######## multimode_ff_bank ########
<file path="src/rtl/multimode_ff_bank_pkg.sv">
// Shared definitions for the configurable flip-flop bank.
// Each channel uses a 2-bit mode code that selects its flip-flop type.
package ff_bank_pkg;
   localparam logic [1:0] MODE_D  = 2'b00;
   localparam logic [1:0] MODE_T  = 2'b01;
   localparam logic [1:0] MODE_SR = 2'b10;
   localparam logic [1:0] MODE_JK = 2'b11;
endpackage

</file>
<file path="src/rtl/multimode_ff_bank_ff_cell.sv">
// Combinational next-state logic for a single channel of the bank.
// It also raises a flag when an SR channel sees S=R=1.
module ff_cell
   import ff_bank_pkg::*;
(
   input  logic [1:0] mode,
   input  logic       a,
   input  logic       b,
   input  logic       q,
   output logic       q_nxt,
   output logic       ill
);

   always_comb begin
      q_nxt = q;
      ill   = 1'b0;
      unique case (mode)
         MODE_D:  q_nxt = a;
         MODE_T:  q_nxt = a ? ~q : q;
         MODE_SR: begin
            // S=R=1 holds the current state and reports the illegal input
            unique case ({a, b})
               2'b10:   q_nxt = 1'b1;
               2'b01:   q_nxt = 1'b0;
               2'b11:   ill   = 1'b1;
               default: q_nxt = q;
            endcase
         end
         default: begin
            unique case ({a, b})
               2'b10:   q_nxt = 1'b1;
               2'b01:   q_nxt = 1'b0;
               2'b11:   q_nxt = ~q;
               default: q_nxt = q;
            endcase
         end
      endcase
   end

endmodule

</file>
<file path="src/rtl/multimode_ff_bank.sv">
// WIDTH-channel register bank; each bit acts per cycle as a D, T, SR or JK flip-flop.
// Adds a sticky illegal-SR error per channel and a saturating change counter.
module multimode_ff_bank
   import ff_bank_pkg::*;
#(
   parameter int                WIDTH     = 8,
   parameter logic [WIDTH-1:0]  RESET_VAL = '0,
   parameter int                CNT_W     = 8
) (
   input  logic                 c,
   input  logic                 rst_n,
   input  logic                 en,
   input  logic [2*WIDTH-1:0]   mode,
   input  logic [WIDTH-1:0]     a,
   input  logic [WIDTH-1:0]     b,
   input  logic                 err_clr,
   output logic [WIDTH-1:0]     q,
   output logic [WIDTH-1:0]     q_n,
   output logic [WIDTH-1:0]     err,
   output logic [CNT_W-1:0]     chg_cnt
);

   logic [WIDTH-1:0] q_q, q_d;
   logic [WIDTH-1:0] err_q, err_d;
   logic [CNT_W-1:0] cnt_q, cnt_d;
   logic [WIDTH-1:0] q_nxt;
   logic [WIDTH-1:0] ill;

   for (genvar i = 0; i < WIDTH; i++) begin : g_cell
      ff_cell u_cell (
         .mode  (mode[2*i+1:2*i]),
         .a     (a[i]),
         .b     (b[i]),
         .q     (q_q[i]),
         .q_nxt (q_nxt[i]),
         .ill   (ill[i])
      );
   end

   always_comb begin
      q_d   = q_q;
      err_d = err_q;
      cnt_d = cnt_q;
      if (err_clr) begin
         err_d = '0;
      end
      // A new illegal SR in the clearing cycle is OR-ed in after the clear, so it survives
      if (en) begin
         q_d   = q_nxt;
         err_d = err_d | ill;
         if ((|(q_nxt ^ q_q)) && (cnt_q != {CNT_W{1'b1}})) begin
            cnt_d = cnt_q + CNT_W'(1);
         end
      end
   end

   always_ff @(posedge c or negedge rst_n) begin
      if (!rst_n) begin
         q_q   <= RESET_VAL;
         err_q <= '0;
         cnt_q <= '0;
      end else begin
         q_q   <= q_d;
         err_q <= err_d;
         cnt_q <= cnt_d;
      end
   end

   assign q       = q_q;
   assign q_n     = ~q_q;
   assign err     = err_q;
   assign chg_cnt = cnt_q;

endmodule

</file>
<file path="config.mk">
export PLATFORM = sky130hd
export DESIGN_NAME = multimode_ff_bank
export DESIGN_NICKNAME = d
export VERILOG_FILES = /design/src/rtl/multimode_ff_bank_pkg.sv /design/src/rtl/multimode_ff_bank_ff_cell.sv /design/src/rtl/multimode_ff_bank.sv
export SDC_FILE = /design/constraint.sdc
export NUM_CORES = 1
export LEC_CHECK = 0
export ABC_AREA = 0
export CAP_MARGIN = 15
export CELL_PAD_IN_SITES_DETAIL_PLACEMENT = 1
export CELL_PAD_IN_SITES_GLOBAL_PLACEMENT = 2
export CORE_MARGIN = 3
export CORE_UTILIZATION = 25
export DETAILED_ROUTE_END_ITERATION = 12
export GPL_ROUTABILITY_DRIVEN = 0
export PLACE_DENSITY_LB_ADDON = 0.1
export SETUP_SLACK_MARGIN = 0.1
export SYNTH_ARGS = -nofsm -noshare
export SYNTH_HDL_FRONTEND = slang
export SYNTH_SLANG_ARGS = --single-unit
</file>
<file path="constraint.sdc">
create_clock -name c -period 2.6 [get_ports c]
set_clock_uncertainty 0.1 [all_clocks]
set_input_delay 0.39 -clock c [delete_from_list [all_inputs] [get_ports c]]
set_output_delay 0.39 -clock c [all_outputs]
set_load 0.1 [all_outputs]
</file>
==> results.cfg <==
; yosys + openroad results
[finish]
clock_area_share_pct = 2.05
drive_gt1_share_pct = 33.8
layout.area.top_class = combinational gates

[pwr]
swShare_pct = 54.5
p_sw_uw = 1300
p_clk_share_pct = 14.3
powerClk_uw = 342

[clock_network]
clk_latency_ns = 0.27
clock-root-buffer = clkbuf_8
post_cts_buffers = 0
h-tree-depth = 1
cts_buffers = 3

[logic_synthesis]
aoi_share_pct = 21.0
synth-seq-cells = 24
synthArstFlopShare_pct = 100
ys.flop_type = dfrtp_1
muxShareOfSynthArea_pct = 7.89
xor_share_pct = 3.53
syn_area_per_cell_sq_um = 8.59

[route]
top_layer = met4
wl_met2_um = 3410

[setup_path]
path_depth = 8
slowest_delay_ns = 0.54
cp.arrival_ns = 2.49
cp_common_cell = nor2_4

[place]
place_hpwl_um = 5640

[outcome]
status = finished, final reports clean

[min_path]
min_path_type = in -> async

[grt]
grt_max_degree = 25

[final_timing]
hold_viol_final = 0
-- metrics by stage --
stage / instance area [sq um] / setup WS, ns / util (%) / hold WS, ns
after floorplan: 2230 / 0.185 / - / -0.00559
after global routing: 3490 / 0.0791 / 41.2 / 0.407
final: 3490 / 0.175 / 41.2 / 0.391
after detailed placement: 3200 / -0.472 / 37.8 / 0.399
after CTS: 3370 / 0.0937 / 39.8 / 0.397
after global placement: 3200 / -0.438 / 37.8 / 0.388
-- registers in the layout, indices dropped and copies added, names as in the netlist --
signal   flops
chg_cnt      8
err          8
q            8
multimode_ff_bank, power grid:
The bar under the picture is 20 um long. Pins as bars on the die edge. Tap cells in grey.
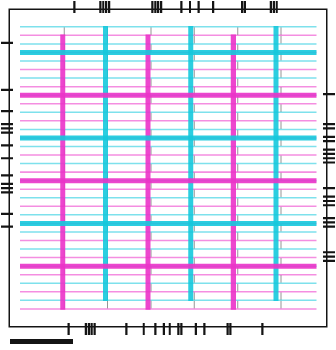
VSS -> magenta
VDD -> cyan
signal pins = 68
met1 rails = 34
core area: 0.00846 sq mm
peak supply drop: 0.370 mV
Die Ht: 101 um
die width: 101 um


######## load_rs_param ########
load_rs_param, power grid:
The bar under the picture is 50 um long. Pins as bars on the die edge. Tap cells in grey.
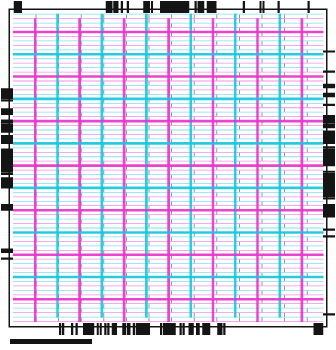
load_rs_param, cells coloured by class:
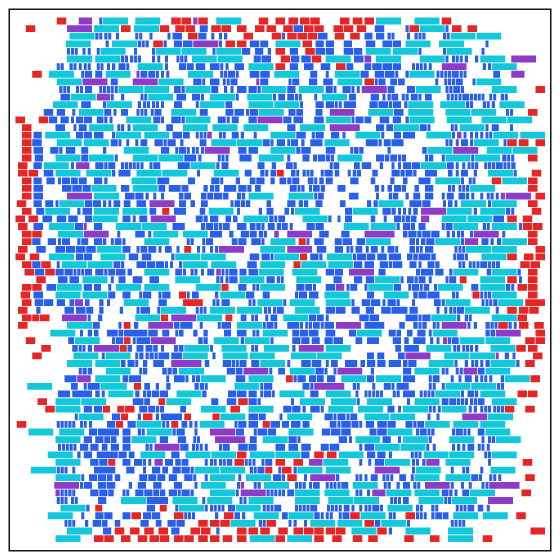
## src/rtl/load_rs_param_pkg.sv

```systemverilog
// Shared definitions for the load reservation station: default widths,
// load subtype encodings and the per-entry control record.
package load_rs_param_pkg;

  localparam int XLEN_DEF  = 32;
  localparam int TAG_W_DEF = 6;

  localparam logic [2:0] LD_LB  = 3'b000;
  localparam logic [2:0] LD_LH  = 3'b001;
  localparam logic [2:0] LD_LW  = 3'b010;
  localparam logic [2:0] LD_LBU = 3'b100;
  localparam logic [2:0] LD_LHU = 3'b101;

  // Width-independent part of an entry; tag/base/offset/rob are sized by the top.
  typedef struct packed {
    logic       valid;
    logic       base_rdy;
    logic [2:0] sub;
  } rs_entry_ctrl_t;

endpackage

```

## src/rtl/load_rs_param_age.sv

```systemverilog
// Age matrix for the load reservation station: tracks relative entry age
// and picks the single oldest entry among a request mask.
module rs_age_matrix
  import load_rs_param_pkg::*;
#(
  parameter int DEPTH = 4
) (
  input  logic             clock,
  input  logic             reset,
  input  logic             flush,
  input  logic [DEPTH-1:0] alloc,
  input  logic [DEPTH-1:0] free,
  input  logic [DEPTH-1:0] req,
  output logic [DEPTH-1:0] grant
);

  // older_r[i][j] = 1 means entry i is older than entry j
  logic [DEPTH-1:0][DEPTH-1:0] older_r;
  logic [DEPTH-1:0][DEPTH-1:0] older_nxt_s;
  logic [DEPTH-1:0]            senior_s [DEPTH];

  // Next matrix: a new entry is younger than all others; a freed row loses seniority.
  always_comb begin
    older_nxt_s = older_r;
    for (int i = 0; i < DEPTH; i++) begin
      for (int j = 0; j < DEPTH; j++) begin
        older_nxt_s[i][j] = (i == j)              ? 1'b0 :
                            alloc[j]              ? 1'b1 :
                            (alloc[i] || free[i]) ? 1'b0 : older_r[i][j];
      end
    end
  end

  // Matrix register.
  always_ff @(posedge clock or negedge reset) begin
    if (!reset) begin
      older_r <= '0;
    end else if (flush) begin
      older_r <= '0;
    end else begin
      older_r <= older_nxt_s;
    end
  end

  // Grant the requester that no other requester is older than.
  always_comb begin
    for (int i = 0; i < DEPTH; i++) begin
      senior_s[i] = '0;
      for (int j = 0; j < DEPTH; j++) begin
        senior_s[i][j] = req[j] & older_r[j][i];
      end
      grant[i] = req[i] & ~(|senior_s[i]);
    end
  end

endmodule

```

## src/rtl/load_rs_param.sv

```systemverilog
// Load reservation station: holds dispatched loads, wakes them from the CDBs,
// and issues the oldest ready one as base+offset through a registered stage.
module load_rs_param
  import load_rs_param_pkg::*;
#(
  parameter int XLEN  = XLEN_DEF,
  parameter int TAG_W = TAG_W_DEF,
  parameter int DEPTH = 4,
  parameter int CDB_N = 2
) (
  input  logic                          clock,
  input  logic                          reset,
  input  logic                          flush,
  input  logic                          disp_valid,
  output logic                          disp_ready,
  input  logic [2:0]                    disp_sub,
  input  logic [TAG_W-1:0]              disp_rob,
  input  logic                          disp_base_rdy,
  input  logic [XLEN-1:0]               disp_base,
  input  logic [TAG_W-1:0]              disp_base_tag,
  input  logic [XLEN-1:0]               disp_offset,
  input  logic [CDB_N-1:0]              cdb_valid,
  input  logic [CDB_N*TAG_W-1:0]        cdb_tag,
  input  logic [CDB_N*XLEN-1:0]         cdb_data,
  output logic                          issue_valid,
  input  logic                          issue_ready,
  output logic [XLEN-1:0]               issue_addr,
  output logic [2:0]                    issue_sub,
  output logic [TAG_W-1:0]              issue_rob,
  output logic [$clog2(DEPTH+1)-1:0]    occupancy
);

  localparam int OCC_W = $clog2(DEPTH + 1);
  localparam logic [DEPTH-1:0] ONE_V = {{(DEPTH-1){1'b0}}, 1'b1};

  rs_entry_ctrl_t   ctrl_r [DEPTH];
  logic [TAG_W-1:0] rob_r  [DEPTH];
  logic [TAG_W-1:0] tag_r  [DEPTH];
  logic [XLEN-1:0]  base_r [DEPTH];
  logic [XLEN-1:0]  off_r  [DEPTH];

  logic [TAG_W-1:0] cdb_tag_s   [CDB_N];
  logic [XLEN-1:0]  cdb_data_s  [CDB_N];
  logic [XLEN-1:0]  wake_data_s [DEPTH];
  logic [DEPTH-1:0] valid_s, req_s, grant_s, alloc_s, free_s, valid_nxt_s, wake_s;
  logic             cap_hit_s, disp_fire_s, xfer_s;
  logic [XLEN-1:0]  cap_data_s, sel_base_s, sel_off_s;
  logic [2:0]       sel_sub_s;
  logic [TAG_W-1:0] sel_rob_s;
  logic [OCC_W-1:0] occ_nxt_s, occupancy_r;
  logic             disp_ready_r, issue_valid_r;
  logic [XLEN-1:0]  issue_addr_r;
  logic [2:0]       issue_sub_r;
  logic [TAG_W-1:0] issue_rob_r;

  // Unpack CDB buses and form per-entry status vectors.
  always_comb begin
    for (int p = 0; p < CDB_N; p++) begin
      cdb_tag_s[p]  = cdb_tag[p*TAG_W +: TAG_W];
      cdb_data_s[p] = cdb_data[p*XLEN +: XLEN];
    end
    for (int i = 0; i < DEPTH; i++) begin
      valid_s[i] = ctrl_r[i].valid;
      req_s[i]   = ctrl_r[i].valid & ctrl_r[i].base_rdy;
    end
  end

  // Wakeup and dispatch-capture compares; scanning high-to-low lets the lowest port win.
  always_comb begin
    cap_hit_s  = 1'b0;
    cap_data_s = '0;
    for (int p = CDB_N - 1; p >= 0; p--) begin
      cap_data_s = (cdb_valid[p] && cdb_tag_s[p] == disp_base_tag) ? cdb_data_s[p] : cap_data_s;
      cap_hit_s  = cap_hit_s | (cdb_valid[p] && cdb_tag_s[p] == disp_base_tag);
    end
    for (int i = 0; i < DEPTH; i++) begin
      wake_s[i]      = 1'b0;
      wake_data_s[i] = '0;
      for (int p = CDB_N - 1; p >= 0; p--) begin
        wake_data_s[i] = (cdb_valid[p] && cdb_tag_s[p] == tag_r[i]) ? cdb_data_s[p] : wake_data_s[i];
        wake_s[i]      = wake_s[i] | (cdb_valid[p] && cdb_tag_s[p] == tag_r[i]);
      end
      wake_s[i] = wake_s[i] & ctrl_r[i].valid & ~ctrl_r[i].base_rdy;
    end
  end

  rs_age_matrix #(.DEPTH(DEPTH)) u_age (
    .clock (clock),
    .reset (reset),
    .flush (flush),
    .alloc (alloc_s),
    .free  (free_s),
    .req   (req_s),
    .grant (grant_s)
  );

  // Allocation, transfer and next-valid computation; the lowest clear valid bit is ~v & (v+1).
  always_comb begin
    disp_fire_s = disp_valid & disp_ready_r;
    alloc_s     = disp_fire_s ? (~valid_s & (valid_s + ONE_V)) : '0;
    xfer_s      = (|grant_s) & (~issue_valid_r | issue_ready);
    free_s      = xfer_s ? grant_s : '0;
    valid_nxt_s = flush ? '0 : ((valid_s & ~free_s) | alloc_s);
    occ_nxt_s   = '0;
    sel_base_s  = '0;
    sel_off_s   = '0;
    sel_sub_s   = 3'b000;
    sel_rob_s   = '0;
    for (int i = 0; i < DEPTH; i++) begin
      occ_nxt_s  = occ_nxt_s + OCC_W'(valid_nxt_s[i]);
      sel_base_s = sel_base_s | ({XLEN{grant_s[i]}} & base_r[i]);
      sel_off_s  = sel_off_s  | ({XLEN{grant_s[i]}} & off_r[i]);
      sel_sub_s  = sel_sub_s  | ({3{grant_s[i]}} & ctrl_r[i].sub);
      sel_rob_s  = sel_rob_s  | ({TAG_W{grant_s[i]}} & rob_r[i]);
    end
  end

  // Entry storage: allocate (with same-cycle CDB capture) or wake a waiting base.
  always_ff @(posedge clock or negedge reset) begin
    if (!reset) begin
      for (int i = 0; i < DEPTH; i++) begin
        ctrl_r[i] <= '0;
        rob_r[i]  <= '0;
        tag_r[i]  <= '0;
        base_r[i] <= '0;
        off_r[i]  <= '0;
      end
    end else begin
      for (int i = 0; i < DEPTH; i++) begin
        ctrl_r[i].valid <= valid_nxt_s[i];
        if (alloc_s[i]) begin
          ctrl_r[i].sub      <= disp_sub;
          ctrl_r[i].base_rdy <= disp_base_rdy | cap_hit_s;
          rob_r[i]           <= disp_rob;
          tag_r[i]           <= disp_base_tag;
          base_r[i]          <= disp_base_rdy ? disp_base : cap_data_s;
          off_r[i]           <= disp_offset;
        end else if (wake_s[i]) begin
          ctrl_r[i].base_rdy <= 1'b1;
          base_r[i]          <= wake_data_s[i];
        end
      end
    end
  end

  // Output stage: refill when empty or being consumed, hold otherwise.
  always_ff @(posedge clock or negedge reset) begin
    if (!reset) begin
      issue_valid_r <= 1'b0;
      issue_addr_r  <= '0;
      issue_sub_r   <= 3'b000;
      issue_rob_r   <= '0;
    end else if (flush) begin
      issue_valid_r <= 1'b0;
    end else if (xfer_s) begin
      issue_valid_r <= 1'b1;
      issue_addr_r  <= sel_base_s + sel_off_s;
      issue_sub_r   <= sel_sub_s;
      issue_rob_r   <= sel_rob_s;
    end else if (issue_ready) begin
      issue_valid_r <= 1'b0;
    end
  end

  // Status registers reflect entry state after each edge.
  always_ff @(posedge clock or negedge reset) begin
    if (!reset) begin
      occupancy_r  <= '0;
      disp_ready_r <= 1'b1;
    end else begin
      occupancy_r  <= occ_nxt_s;
      disp_ready_r <= ~(&valid_nxt_s);
    end
  end

  assign disp_ready  = disp_ready_r;
  assign occupancy   = occupancy_r;
  assign issue_valid = issue_valid_r;
  assign issue_addr  = issue_addr_r;
  assign issue_sub   = issue_sub_r;
  assign issue_rob   = issue_rob_r;

endmodule
```

## config.mk

```make
export PLATFORM = sky130hd
export DESIGN_NAME = load_rs_param
export DESIGN_NICKNAME = d
export VERILOG_FILES = /design/src/rtl/load_rs_param_pkg.sv /design/src/rtl/load_rs_param_age.sv /design/src/rtl/load_rs_param.sv
export SDC_FILE = /design/constraint.sdc
export NUM_CORES = 1
export LEC_CHECK = 0
export CAP_MARGIN = 15
export CORE_MARGIN = 1.5
export CORE_UTILIZATION = 57
export DETAILED_ROUTE_END_ITERATION = 10
export PLACE_DENSITY = 0.8
export SYNTH_ARGS = -nofsm -noshare
export SYNTH_HDL_FRONTEND = slang
export SYNTH_SLANG_ARGS = --single-unit
```

## constraint.sdc

```tcl
create_clock -name clock -period 6.2 [get_ports clock]
set_clock_uncertainty 0.15 [all_clocks]
set_input_delay 0.93 -clock clock [delete_from_list [all_inputs] [get_ports clock]]
set_output_delay 0.93 -clock clock [all_outputs]
set_load 0.01 [all_outputs]
```

==> results.cfg <==
; yosys + openroad results
[finish]
nNonClkInverters = 12
fill_cells = 2791

[logic_synthesis]
mappedNetlistArea_sq_mm = 0.0206
ys_seq_share_pct = 46.5
yosysTopAreaCellShare_pct = 46.4

[grt]
grt_use_met1_pct = 51.1
grt_pass1_vias = 19300
grtUsageTotal_pct = 37.3

[outcome]
status = finished, final reports clean

[setup_path]
crit_buf_inv = 1
rrSetupSlack_ns = 1.68
worstSetupPathType = reg -> reg

[route]
wl_met3_um = 8050

[clock_network]
post_cts_buffers = 0
clk_path_buf_depth = 3
postCtsResizedCells = 0

[final_timing]
period_needed_ns = 4.52
max_freq_mhz = 221

[floorplan]
die-area_sq_mm = 0.0372
About 'power grid' of load_rs_param:
VSS -> magenta
VDD -> cyan
signal pins = 209
tap cells = 461
met4 straps = 13
met1 rails = 70
met5 straps = 13
peak supply drop: 0.295 mV
Die Ht: 193 um
die width: 193 um

About 'cells coloured by class' of load_rs_param:
sequential cells -> cyan  # cells 382, share of their area 40%
combinational and other logic -> blue  # cells 1730, share of their area 43%
remaining buffers and delay cells -> red  # cells 241, share of their area 9.9%
clock drivers and dummy loads -> purple  # cells 77, share of their area 6.3%

power by group:
group          switching, uW  total [uW]  internal, uW
registers                337        3310          2970
logic                    879        1570           688
clock network           1050        2700          1640
state kept, by name, indices dropped and copies added, names as in the netlist:
signal	cells
rob_r	24
u_age.older_r	12
issue_rob	6
issue_addr	32
base_r	128
ctrl_r	20
occupancy	3
disp_ready	1
issue_valid	1
issue_sub	3
off_r	128
tag_r	24
cell families after synthesis:
group	count (synthesis)
AND-OR/OR-AND	543
multiplexers	98
flip-flops	382
buffers and inverters	197
XOR/XNOR	84
adder cells (fa/ha/maj)	36
AND/OR/NAND/NOR	957

######## hamming_tx_sched ########
hamming_tx_sched, power grid:
The bar under the picture is 20 um long. Pins as bars on the die edge. Tap cells in grey.
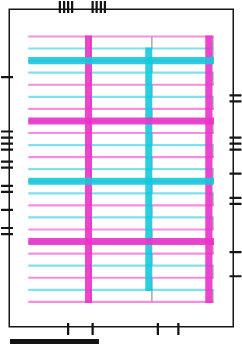
[src/rtl/hamming_tx_sched.sv]
// hamming_tx_sched: two-requester, byte-granular round-robin scheduler in
// front of one shared SECDED nibble encoder. Each byte goes out as two
// 8-bit codewords, low nibble first, through a single registered
// valid/ready output stage.
// Optional build macro: HAMMING_ERR_INJECT_EN adds inj_en/inj_pos, which flip
// one codeword bit as the word is loaded into the output register.

// Nibble to 8-bit SECDED codeword {p_all, d3, d2, d1, c2, d0, c1, c0}.
module hamming_encoder (
    input  logic [3:0] nibble,
    output logic [7:0] code
);
    logic c0, c1, c2;
    logic [6:0] hamming7;

    assign c0       = nibble[0] ^ nibble[1] ^ nibble[3];
    assign c1       = nibble[0] ^ nibble[2] ^ nibble[3];
    assign c2       = nibble[1] ^ nibble[2] ^ nibble[3];
    assign hamming7 = {nibble[3], nibble[2], nibble[1], c2, nibble[0], c1, c0};
    // The overall parity bit makes the complete word even.
    assign code     = {^hamming7, hamming7};
endmodule

module hamming_tx_sched (
    input  logic       clk,
    input  logic       rst_n,
    input  logic       in_valid_0,
    input  logic [7:0] in_data_0,
    output logic       in_ready_0,
    input  logic       in_valid_1,
    input  logic [7:0] in_data_1,
    output logic       in_ready_1,
    output logic       out_valid,
    input  logic       out_ready,
    output logic [7:0] out_code,
    output logic       out_src,
    output logic       out_last
`ifdef HAMMING_ERR_INJECT_EN
    ,
    input  logic       inj_en,
    input  logic [2:0] inj_pos
`endif
);
    typedef enum logic [1:0] {
        ST_IDLE = 2'd0,
        ST_LO   = 2'd1,
        ST_HI   = 2'd2
    } state_t;

    state_t     state;
    logic [7:0] buf_data;
    logic       buf_src;
    logic       rr_last;

    logic       can_load;
    logic       accept_ok;
    logic       grant_0;
    logic       grant_1;
    logic       accept;
    logic [7:0] acc_data;
    logic       load;
    logic [3:0] enc_nibble;
    logic [7:0] enc_code;
    logic [7:0] inj_mask;

    // Output slot is free, or it is being drained this cycle.
    assign can_load  = !out_valid || out_ready;

    // A new byte fits when the buffer is empty, or when its last nibble leaves now.
    assign accept_ok = (state == ST_IDLE) || ((state == ST_HI) && can_load);

    // Round-robin grant: a lone requester always wins; on contention the
    // requester that was not served last wins.
    assign grant_0    = in_valid_0 && (!in_valid_1 || rr_last);
    assign grant_1    = in_valid_1 && (!in_valid_0 || !rr_last);
    assign in_ready_0 = grant_0 && accept_ok;
    assign in_ready_1 = grant_1 && accept_ok;
    assign accept     = in_ready_0 || in_ready_1;
    assign acc_data   = in_ready_1 ? in_data_1 : in_data_0;

    // A codeword is produced whenever a nibble is pending and the slot is free.
    assign load       = can_load && ((state == ST_LO) || (state == ST_HI));
    assign enc_nibble = (state == ST_HI) ? buf_data[7:4] : buf_data[3:0];

    hamming_encoder u_enc (
        .nibble (enc_nibble),
        .code   (enc_code)
    );

`ifdef HAMMING_ERR_INJECT_EN
    // Single-bit error pattern applied only to words loaded while inj_en is high.
    assign inj_mask = inj_en ? (8'h01 << inj_pos) : 8'h00;
`else
    assign inj_mask = 8'h00;
`endif

    // Byte buffer FSM, round-robin pointer and registered output stage.
    always_ff @(posedge clk or negedge rst_n) begin
        if (!rst_n) begin
            // NOTE: every register here, including the byte buffer, is reset so a
            // byte cut short by reset can never be emitted after release.
            state     <= ST_IDLE;
            buf_data  <= 8'h00;
            buf_src   <= 1'b0;
            rr_last   <= 1'b1;
            out_valid <= 1'b0;
            out_code  <= 8'h00;
            out_src   <= 1'b0;
            out_last  <= 1'b0;
        end else begin
            // NOTE: non-blocking assignments, so every decision in this block uses
            // the state from before the clock edge.
            if (accept) begin
                buf_data <= acc_data;
                buf_src  <= in_ready_1;
                rr_last  <= in_ready_1;
            end

            if (load) begin
                out_valid <= 1'b1;
                out_code  <= enc_code ^ inj_mask;
                out_src   <= buf_src;
                out_last  <= (state == ST_HI);
            end else if (out_valid && out_ready) begin
                out_valid <= 1'b0;
            end

            case (state)
                ST_IDLE: if (accept)   state <= ST_LO;
                ST_LO:   if (can_load) state <= ST_HI;
                ST_HI:   if (can_load) state <= accept ? ST_LO : ST_IDLE;
                default: state <= ST_IDLE;
            endcase
        end
    end
endmodule
[config.mk]
export PLATFORM = sky130hd
export DESIGN_NAME = hamming_tx_sched
export DESIGN_NICKNAME = d
export VERILOG_FILES = /design/src/rtl/hamming_tx_sched.sv
export SDC_FILE = /design/constraint.sdc
export NUM_CORES = 1
export LEC_CHECK = 0
export CAP_MARGIN = 20
export CORE_ASPECT_RATIO = 1.5
export CORE_MARGIN = 4
export CORE_UTILIZATION = 47
export CTS_BUF_LIST = sky130_fd_sc_hd__clkbuf_8 sky130_fd_sc_hd__clkbuf_16
export DETAILED_ROUTE_END_ITERATION = 12
export PLACE_DENSITY = 0.78
export SYNTH_ARGS = -nofsm -noshare
export SYNTH_HDL_FRONTEND = slang
export SYNTH_SLANG_ARGS = --single-unit
[constraint.sdc]
create_clock -name clk -period 1.9 [get_ports clk]
set_clock_uncertainty 0.05 [all_clocks]
set_input_delay 0.38 -clock clk [delete_from_list [all_inputs] [get_ports clk]]
set_output_delay 0.38 -clock clk [all_outputs]
set_load 0.1 [all_outputs]
==> results.cfg <==
; yosys + openroad results
[outcome]
status = finished, final reports clean

[finish]
buf_share_pct = 30.1
finalNonFillerCells = 196
layout.area.top_class = combinational gates
comb_share_pct = 34.9
diodes = 0

[logic_synthesis]
mappedNetlistArea_sq_mm = 0.00125
yosysCellCount = 110
synth_warnings = 0
ys_seq_share_pct = 46.0

[grt]
grt_pass1_wl_um = 4390
antenna_found_initial = 0

[setup_path]
cp_max_fo = 4
critical_path.cell_chain = inv_2, ha_4, a21o_4, and3_4, buf_12
timing.rr.end = buf_data[1]$_DFFE_PN0P_
critPathCapture = in_ready_0

[floorplan]
std_cell_rows = 22

[place]
pre_cts_slack_ns = -0.101
place.gp.congestion = 0.720
About 'power grid' of hamming_tx_sched:
VDD -> cyan
VSS -> magenta
met1 rails = 23
signal pins = 34
rows = 22
tap cells = 36
Die Ht: 71.3 um
core area: 0.00250 sq mm

-- layer usage --
| metal | GRT usage [%] | up-vias | part of all wire [%] | wire [um] |
|---|---|---|---|---|
| li1 | - | 486 | - | - |
| met1 | 14.8 | 462 | 35 | 915 |
| met2 | 31.4 | 39 | 57 | 1510 |
| met3 | 1.66 | 11 | 5.0 | 131 |
| met4 | 8.92 | 0 | 2.9 | 76 |
| met5 | 0 | - | 0 | 0 |

######## product_accumulator ########
product_accumulator, power grid:
The bar under the picture is 10 um long. Pins as bars on the die edge. Tap cells in grey.
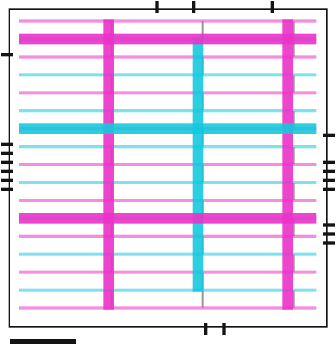
product_accumulator, cells coloured by class:
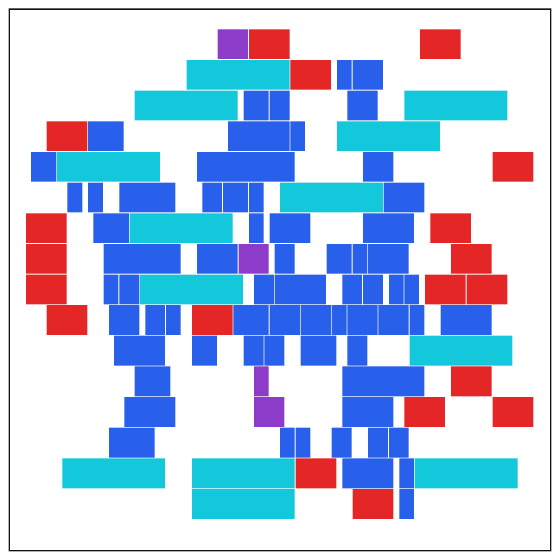
==> config.mk <==
export PLATFORM = sky130hd
export DESIGN_NAME = product_accumulator
export DESIGN_NICKNAME = d
export VERILOG_FILES = /design/src/rtl/product_accumulator_pkg.sv /design/src/rtl/sat_adder.sv /design/src/rtl/product_accumulator.sv
export SDC_FILE = /design/constraint.sdc
export NUM_CORES = 1
export LEC_CHECK = 0
export CAP_MARGIN = 20
export CORE_MARGIN = 1
export CORE_UTILIZATION = 40
export DETAILED_ROUTE_END_ITERATION = 16
export PLACE_DENSITY = 0.7
export SYNTH_ARGS = -nofsm -noshare
export SYNTH_HDL_FRONTEND = slang
export SYNTH_SLANG_ARGS = --single-unit
export TNS_END_PERCENT = 100
==> constraint.sdc <==
create_clock -name clk -period 3.23 [get_ports clk]
set_input_delay 0.969 -clock clk [delete_from_list [all_inputs] [get_ports clk]]
set_output_delay 0.969 -clock clk [all_outputs]
set_load 0.03 [all_outputs]
==> src/rtl/product_accumulator_pkg.sv <==
// Shared types and helpers for the product accumulator and later MAC stages.
// State encodings and the counter-width function live here so every stage agrees on them.
package product_accumulator_pkg;

    typedef enum logic {
        ACCUM = 1'b0,
        HOLD  = 1'b1
    } state_t;

    // Minimum bit width to hold values 0..value-1, never less than one bit.
    function automatic int clog2(input int value);
        int w;
        w = 1;
        while ((1 << w) < value) begin
            w++;
        end
        return w;
    endfunction

endpackage

==> src/rtl/sat_adder.sv <==
// Unsigned W-bit adder that clamps to all ones when the carry out is set.
// The sat output flags that clamping happened on this addition.
module sat_adder #(
    parameter int W = 8
) (
    input  logic [W-1:0] a,
    input  logic [W-1:0] b,
    output logic [W-1:0] sum,
    output logic         sat
);

    logic [W:0] raw;

    assign raw = {1'b0, a} + {1'b0, b};
    assign sat = raw[W];
    assign sum = raw[W] ? {W{1'b1}} : raw[W-1:0];

endmodule

==> src/rtl/product_accumulator.sv <==
// Sums a batch of N_TERMS unsigned products with saturation and presents the result
// over a valid/ready handshake; the accumulate half of a small MAC datapath.
module product_accumulator
    import product_accumulator_pkg::*;
#(
    parameter int PW      = 4,
    parameter int AW      = 8,
    parameter int N_TERMS = 4
) (
    input  logic          clk,
    input  logic          rst_n,
    input  logic          clear,
    input  logic          in_valid,
    output logic          in_ready,
    input  logic [PW-1:0] product,
    output logic          out_valid,
    input  logic          out_ready,
    output logic [AW-1:0] sum,
    output logic          overflow
);

    localparam int            CW   = clog2(N_TERMS + 1);
    localparam logic [CW-1:0] LAST = CW'(N_TERMS - 1);

    state_t        state;
    logic [AW-1:0] acc;
    logic [AW-1:0] acc_next;
    logic [AW-1:0] product_ext;
    logic [CW-1:0] count;
    logic          sat;

    assign product_ext = AW'(product);

    sat_adder #(
        .W(AW)
    ) u_sat_adder (
        .a  (acc),
        .b  (product_ext),
        .sum(acc_next),
        .sat(sat)
    );

    // Handshake flags decode only the state register, so neither depends
    // combinationally on in_valid or out_ready.
    assign in_ready  = (state == ACCUM);
    assign out_valid = (state == HOLD);
    assign sum       = acc;

    // NOTE: all state updates use non-blocking assignments so every register
    // samples the pre-edge values of the others.
    always_ff @(posedge clk or negedge rst_n) begin
        if (!rst_n) begin
            state    <= ACCUM;
            acc      <= '0;
            count    <= '0;
            overflow <= 1'b0;
        end else if (clear) begin
            // Abort wins over any simultaneous input or output transfer.
            state    <= ACCUM;
            acc      <= '0;
            count    <= '0;
            overflow <= 1'b0;
        end else if (state == ACCUM) begin
            if (in_valid && in_ready) begin
                acc      <= acc_next;
                overflow <= overflow | sat;
                count    <= count + CW'(1);
                if (count == LAST) begin
                    state <= HOLD;
                end
            end
        end else begin
            if (out_valid && out_ready) begin
                state    <= ACCUM;
                acc      <= '0;
                count    <= '0;
                overflow <= 1'b0;
            end
        end
    end

endmodule

==> results.cfg <==
; yosys + openroad results
[outcome]
status = finished, final reports clean

[logic_synthesis]
ys_sh_simple_pct = 21.2
synth_warnings = 0
adder_share_pct = 11.3
synthTopLogicFamily = AND-OR/OR-AND gates

[final_timing]
final-setup-viol-count = 0
period_needed_ns = 2.70

[finish]
clock_area_share_pct = 2.44
final_area_sq_mm = 0.00107
seq_cell_count = 13

[grt]
top_usage_layer = met2

[setup_path]
critPathTopFamily = adder cells
timing.rr.end = sum[7]$_DFFE_PN0P_

[place]
placed_cell_area_sq_mm = 0.00105

[floorplan]
core_area_sq_mm = 0.00196
Notes on 'power grid' of product_accumulator above:
VDD -> cyan
VSS -> magenta
tap cells = 27
met1 rails = 17
signal pins = 20

Notes on 'cells coloured by class' of product_accumulator above:
combinational and other logic -> blue  # cells 66, share of their area 48%
remaining buffers and delay cells -> red  # cells 19, share of their area 18%
sequential cells -> cyan  # cells 13, share of their area 31%
clock drivers and dummy loads -> purple  # cells 4, share of their area 2.5%

==> cells in the final DEF, fill, tap and decap left out, types with 2 or more instances in the layout <==
cell type / n
clkdlybuf4s50_1: 19
dfrtp_1: 13
nand2_1: 10
ha_1: 6
a21oi_1: 5
inv_1: 4
o21ai_1: 4
nor2_1: 3
nand3_1: 3
clkbuf_4: 3
nor2b_1: 2
o21ai_0: 2
o211ai_1: 2
a31oi_1: 2
a21o_1: 2
==> flip-flops by register name (all words and copies together), names as in the netlist <==
| signal | flops |
|---|---|
| count | 3 |
| overflow | 1 |
| sum | 8 |
| out_valid | 1 |

######## vga_timing_gen_flat ########
vga_timing_gen_flat, power grid:
The bar under the picture is 20 um long. Pins as bars on the die edge. Tap cells in grey.
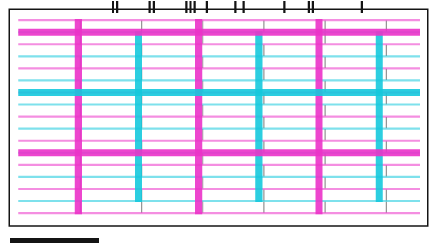
vga_timing_gen_flat, cells coloured by class:
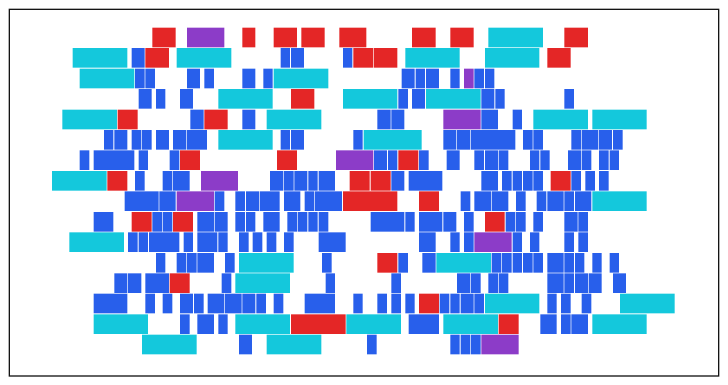
`src/rtl/vga_timing_gen_if.sv`:
```
// Display-side bundle of vga_timing_gen: pixel enable in, sync/enable/coordinate outputs.
// XW/YW must match the generator's clog2(VISIBLE >> SCALE_SHIFT) widths.
interface vga_timing_gen_if #(
    parameter int unsigned XW = 9,
    parameter int unsigned YW = 8
);
    logic          ce;
    logic          hsync;
    logic          vsync;
    logic          de;
    logic [XW-1:0] px_x;
    logic [YW-1:0] px_y;
    logic          line_start;
    logic          frame_start;
    logic          vblank;

    modport master (
        input  ce,
        output hsync,
        output vsync,
        output de,
        output px_x,
        output px_y,
        output line_start,
        output frame_start,
        output vblank
    );

    modport slave (
        output ce,
        input  hsync,
        input  vsync,
        input  de,
        input  px_x,
        input  px_y,
        input  line_start,
        input  frame_start,
        input  vblank
    );
endinterface

```
`src/rtl/vga_timing_gen.sv`:
```
// Parametrised progressive raster timing generator with pixel-clock enable, sync polarity,
// power-of-two coordinate downscaling, line/frame strobes and vertical-blank flag.
module vga_timing_gen #(
    parameter int unsigned H_VISIBLE   = 640,
    parameter int unsigned H_FRONT     = 16,
    parameter int unsigned H_SYNC      = 96,
    parameter int unsigned H_BACK      = 48,
    parameter int unsigned V_VISIBLE   = 480,
    parameter int unsigned V_FRONT     = 10,
    parameter int unsigned V_SYNC      = 2,
    parameter int unsigned V_BACK      = 33,
    parameter bit          H_POL       = 1'b0,
    parameter bit          V_POL       = 1'b0,
    parameter int unsigned SCALE_SHIFT = 1
) (
    input logic              clk,
    input logic              rst,
    vga_timing_gen_if.master vga
);

    localparam int unsigned H_TOTAL = H_VISIBLE + H_FRONT + H_SYNC + H_BACK;
    localparam int unsigned V_TOTAL = V_VISIBLE + V_FRONT + V_SYNC + V_BACK;
    localparam int unsigned HCW     = (H_TOTAL > 1) ? $clog2(H_TOTAL) : 1;
    localparam int unsigned VCW     = (V_TOTAL > 1) ? $clog2(V_TOTAL) : 1;
    localparam int unsigned XW      = ((H_VISIBLE >> SCALE_SHIFT) > 1) ?
                                      $clog2(H_VISIBLE >> SCALE_SHIFT) : 1;
    localparam int unsigned YW      = ((V_VISIBLE >> SCALE_SHIFT) > 1) ?
                                      $clog2(V_VISIBLE >> SCALE_SHIFT) : 1;

    // Sync end never reaches TOTAL because the back porch is at least one unit.
    localparam logic [HCW-1:0] H_LAST       = HCW'(H_TOTAL - 1);
    localparam logic [HCW-1:0] H_VIS_END    = HCW'(H_VISIBLE);
    localparam logic [HCW-1:0] H_SYNC_START = HCW'(H_VISIBLE + H_FRONT);
    localparam logic [HCW-1:0] H_SYNC_END   = HCW'(H_VISIBLE + H_FRONT + H_SYNC);
    localparam logic [VCW-1:0] V_LAST       = VCW'(V_TOTAL - 1);
    localparam logic [VCW-1:0] V_VIS_END    = VCW'(V_VISIBLE);
    localparam logic [VCW-1:0] V_SYNC_START = VCW'(V_VISIBLE + V_FRONT);
    localparam logic [VCW-1:0] V_SYNC_END   = VCW'(V_VISIBLE + V_FRONT + V_SYNC);

    if (SCALE_SHIFT > 3 || H_VISIBLE == 0 || H_FRONT == 0 || H_SYNC == 0 || H_BACK == 0 ||
        V_VISIBLE == 0 || V_FRONT == 0 || V_SYNC == 0 || V_BACK == 0) begin : g_param_check
        $fatal(1, "vga_timing_gen: SCALE_SHIFT must be 0..3 and timing parameters non-zero");
    end

    logic [HCW-1:0] hcount_q;
    logic [VCW-1:0] vcount_q;

    logic          hsync_q;
    logic          vsync_q;
    logic          de_q;
    logic [XW-1:0] px_x_q;
    logic [YW-1:0] px_y_q;
    logic          line_start_q;
    logic          frame_start_q;
    logic          vblank_q;

    logic          h_last;
    logic          v_last;
    logic          h_vis;
    logic          v_vis;
    logic          h_sync_act;
    logic          v_sync_act;
    logic          de_d;
    logic [XW-1:0] px_x_d;
    logic [YW-1:0] px_y_d;

    // Decode of the current (pre-increment) raster position.
    always_comb begin
        h_last     = (hcount_q == H_LAST);
        v_last     = (vcount_q == V_LAST);
        h_vis      = (hcount_q < H_VIS_END);
        v_vis      = (vcount_q < V_VIS_END);
        h_sync_act = (hcount_q >= H_SYNC_START) && (hcount_q < H_SYNC_END);
        v_sync_act = (vcount_q >= V_SYNC_START) && (vcount_q < V_SYNC_END);
        de_d       = h_vis && v_vis;
        px_x_d     = '0;
        px_y_d     = '0;
        if (de_d) begin
            px_x_d = XW'(hcount_q >> SCALE_SHIFT);
            px_y_d = YW'(vcount_q >> SCALE_SHIFT);
        end
    end

    always_ff @(posedge clk) begin
        if (rst) begin
            hcount_q      <= '0;
            vcount_q      <= '0;
            hsync_q       <= ~H_POL;
            vsync_q       <= ~V_POL;
            de_q          <= 1'b0;
            px_x_q        <= '0;
            px_y_q        <= '0;
            line_start_q  <= 1'b0;
            frame_start_q <= 1'b0;
            vblank_q      <= 1'b0;
        end else begin
            // Strobes last one clk regardless of ce; everything else holds while ce=0.
            line_start_q  <= 1'b0;
            frame_start_q <= 1'b0;
            if (vga.ce) begin
                if (h_last) begin
                    hcount_q <= '0;
                    vcount_q <= v_last ? '0 : vcount_q + VCW'(1);
                end else begin
                    hcount_q <= hcount_q + HCW'(1);
                end
                hsync_q       <= h_sync_act ? H_POL : ~H_POL;
                vsync_q       <= v_sync_act ? V_POL : ~V_POL;
                de_q          <= de_d;
                px_x_q        <= px_x_d;
                px_y_q        <= px_y_d;
                line_start_q  <= (hcount_q == '0) && v_vis;
                frame_start_q <= (hcount_q == '0) && (vcount_q == '0);
                vblank_q      <= !v_vis;
            end
        end
    end

    assign vga.hsync       = hsync_q;
    assign vga.vsync       = vsync_q;
    assign vga.de          = de_q;
    assign vga.px_x        = px_x_q;
    assign vga.px_y        = px_y_q;
    assign vga.line_start  = line_start_q;
    assign vga.frame_start = frame_start_q;
    assign vga.vblank      = vblank_q;

endmodule

```
`src/flat_wrapper.sv`:
```
// flat-port wrapper written by rule: the top's interface ports become plain ports
module vga_timing_gen_flat 
#(
    parameter int unsigned H_VISIBLE   = 640,
    parameter int unsigned H_FRONT     = 16,
    parameter int unsigned H_SYNC      = 96,
    parameter int unsigned H_BACK      = 48,
    parameter int unsigned V_VISIBLE   = 480,
    parameter int unsigned V_FRONT     = 10,
    parameter int unsigned V_SYNC      = 2,
    parameter int unsigned V_BACK      = 33,
    parameter bit          H_POL       = 1'b0,
    parameter bit          V_POL       = 1'b0,
    parameter int unsigned SCALE_SHIFT = 1
)
  (clk, rst, vga_ce, vga_hsync, vga_vsync, vga_de, vga_px_x, vga_px_y, vga_line_start, vga_frame_start, vga_vblank);
  vga_timing_gen_if #(.XW(3), .YW(2)) vga_i ();
  input logic clk;
  input logic rst;
  input wire logic [$bits(vga_i.ce)-1:0] vga_ce;
  output wire logic [$bits(vga_i.hsync)-1:0] vga_hsync;
  output wire logic [$bits(vga_i.vsync)-1:0] vga_vsync;
  output wire logic [$bits(vga_i.de)-1:0] vga_de;
  output wire logic [$bits(vga_i.px_x)-1:0] vga_px_x;
  output wire logic [$bits(vga_i.px_y)-1:0] vga_px_y;
  output wire logic [$bits(vga_i.line_start)-1:0] vga_line_start;
  output wire logic [$bits(vga_i.frame_start)-1:0] vga_frame_start;
  output wire logic [$bits(vga_i.vblank)-1:0] vga_vblank;
  assign vga_i.ce = vga_ce;
  assign vga_hsync = vga_i.hsync;
  assign vga_vsync = vga_i.vsync;
  assign vga_de = vga_i.de;
  assign vga_px_x = vga_i.px_x;
  assign vga_px_y = vga_i.px_y;
  assign vga_line_start = vga_i.line_start;
  assign vga_frame_start = vga_i.frame_start;
  assign vga_vblank = vga_i.vblank;
  vga_timing_gen #(.H_VISIBLE(H_VISIBLE), .H_FRONT(H_FRONT), .H_SYNC(H_SYNC), .H_BACK(H_BACK), .V_VISIBLE(V_VISIBLE), .V_FRONT(V_FRONT), .V_SYNC(V_SYNC), .V_BACK(V_BACK), .H_POL(H_POL), .V_POL(V_POL), .SCALE_SHIFT(SCALE_SHIFT)) u_core (.clk(clk), .rst(rst), .vga(vga_i));
endmodule
```
`config.mk`:
```
export PLATFORM = sky130hd
export DESIGN_NAME = vga_timing_gen_flat
export DESIGN_NICKNAME = d
export VERILOG_FILES = /design/src/rtl/vga_timing_gen_if.sv /design/src/rtl/vga_timing_gen.sv /design/src/flat_wrapper.sv
export SDC_FILE = /design/constraint.sdc
export NUM_CORES = 1
export LEC_CHECK = 0
export ABC_AREA = 1
export CAP_MARGIN = 20
export CORE_ASPECT_RATIO = 0.5
export CORE_MARGIN = 1.5
export CORE_UTILIZATION = 40
export DETAILED_ROUTE_END_ITERATION = 10
export PLACE_DENSITY = 0.63
export SYNTH_ARGS = -nofsm -noshare
export SYNTH_HDL_FRONTEND = slang
export SYNTH_SLANG_ARGS = --single-unit
```
`constraint.sdc`:
```
create_clock -name clk -period 1.42 [get_ports clk]
set_input_delay 0.426 -clock clk [delete_from_list [all_inputs] [get_ports clk]]
set_output_delay 0.426 -clock clk [all_outputs]
set_load 0.01 [all_outputs]
```
==> results.cfg <==
; yosys + openroad results
[pwr]
combinationalPower_uw = 135
top_power_group = sequential cells
powerSeq_uw = 895

[final_timing]
final_max_slew_viol_count = 0

[grt]
grt_pass1_vias = 1465
grt_use_met1_pct = 25.0
groute.layer.met2.usage_pct = 29.8
overflow = 0

[clock_network]
clk_path_buf_depth = 2

[route]
vias_per_cell = 4.88
wl_met2_um = 1800

[finish]
layout.area.top_class = combinational gates
logic_gates = 177
lay_top_count = nand2_1

[place]
dp_cells = 325

[setup_path]
r2r_cells = 7
crit_start = u_core.hcount_q[1]$_SDFFE_PP0P_

[floorplan]
fp_util_pct = 42.0

[outcome]
status = finished, final reports clean

[job]
maxCapViolCount = 0

[min_path]
hold_path_end = u_core.px_x_q[1]$_SDFFE_PP0P_
About 'power grid' of vga_timing_gen_flat:
VSS -> magenta
VDD -> cyan
rows = 16
met5 straps = 3
tap cells = 54

About 'cells coloured by class' of vga_timing_gen_flat:
sequential cells -> cyan  # cells 31, share of their area 31%
remaining buffers and delay cells -> red  # cells 32, share of their area 14%
combinational and other logic -> blue  # cells 208, share of their area 50%
clock drivers and dummy loads -> purple  # cells 8, share of their area 5.0%

-- sequential cells by signal (all words and copies together), names as in the netlist --
signal and flops:
u_core.vga.hsync 1, u_core.vcount_q 10, u_core.hcount_q 10, u_core.vga.line_start 1
u_core.vga.frame_start 1, u_core.vga.vsync 1, u_core.px_y_q 2, u_core.vga.vblank 1
u_core.px_x_q 3, u_core.vga.de 1
-- critical path, delay by kind of cell (launching register included) --
family / cells / cell delay (ns)
buffers and inverters: 1 / 0.15
DFF: 1 / 0.34
and+or+nand+nor: 5 / 0.53
adders and majority gates: 1 / 0.22


==> layout pictures side by side <==
Signal wires by layer.
Plate I
The bar under the picture is 20 um long. Two of the layers only.
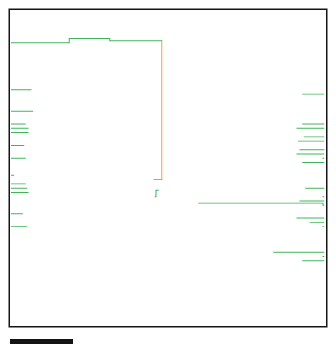
Plate II
The bar under the picture is 20 um long. Two of the layers only.
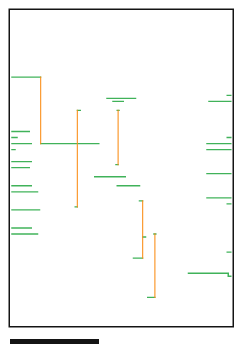
Plate III
The bar under the picture is 20 um long. Two of the layers only.
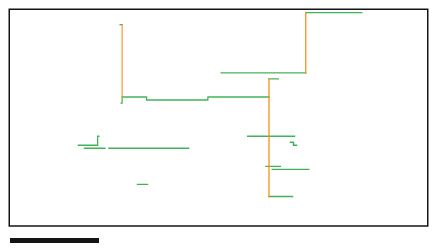
Plate IV
The bar under the picture is 50 um long. Two of the layers only.
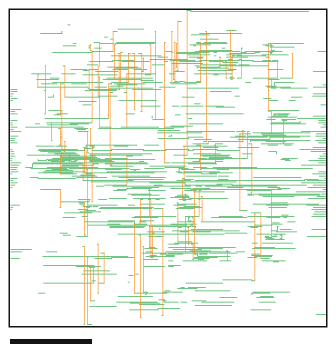
Plate V
The bar under the picture is 10 um long. Two of the layers only.
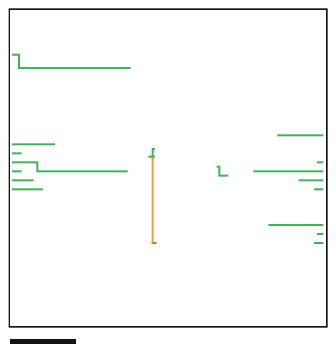
product_accumulator: Plate V
vga_timing_gen_flat: Plate III
hamming_tx_sched: Plate II
multimode_ff_bank: Plate I
load_rs_param: Plate IV


==> layout pictures side by side <==
The clock network.
image #1
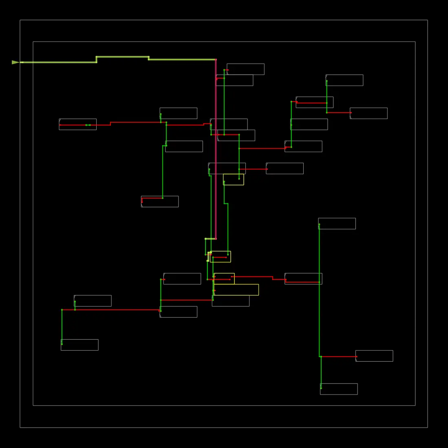
image #2
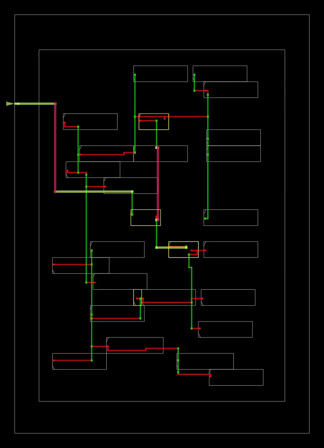
image #3
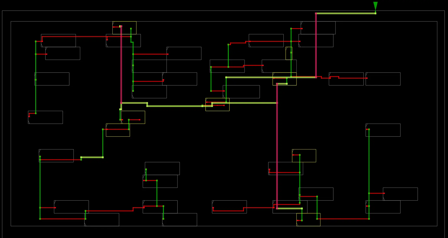
image #4
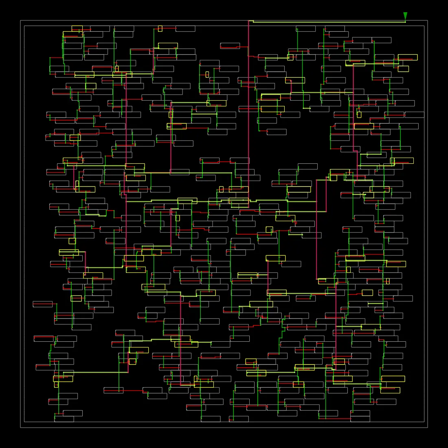
image #5
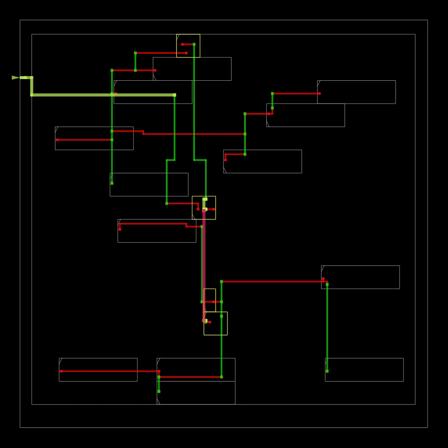
The one with the most clock buffers is image #4.
image #1: multimode_ff_bank
image #4: load_rs_param
image #5: product_accumulator
image #2: hamming_tx_sched
image #3: vga_timing_gen_flat

Power figures rest on the tool's default switching activity, not on a simulated workload.
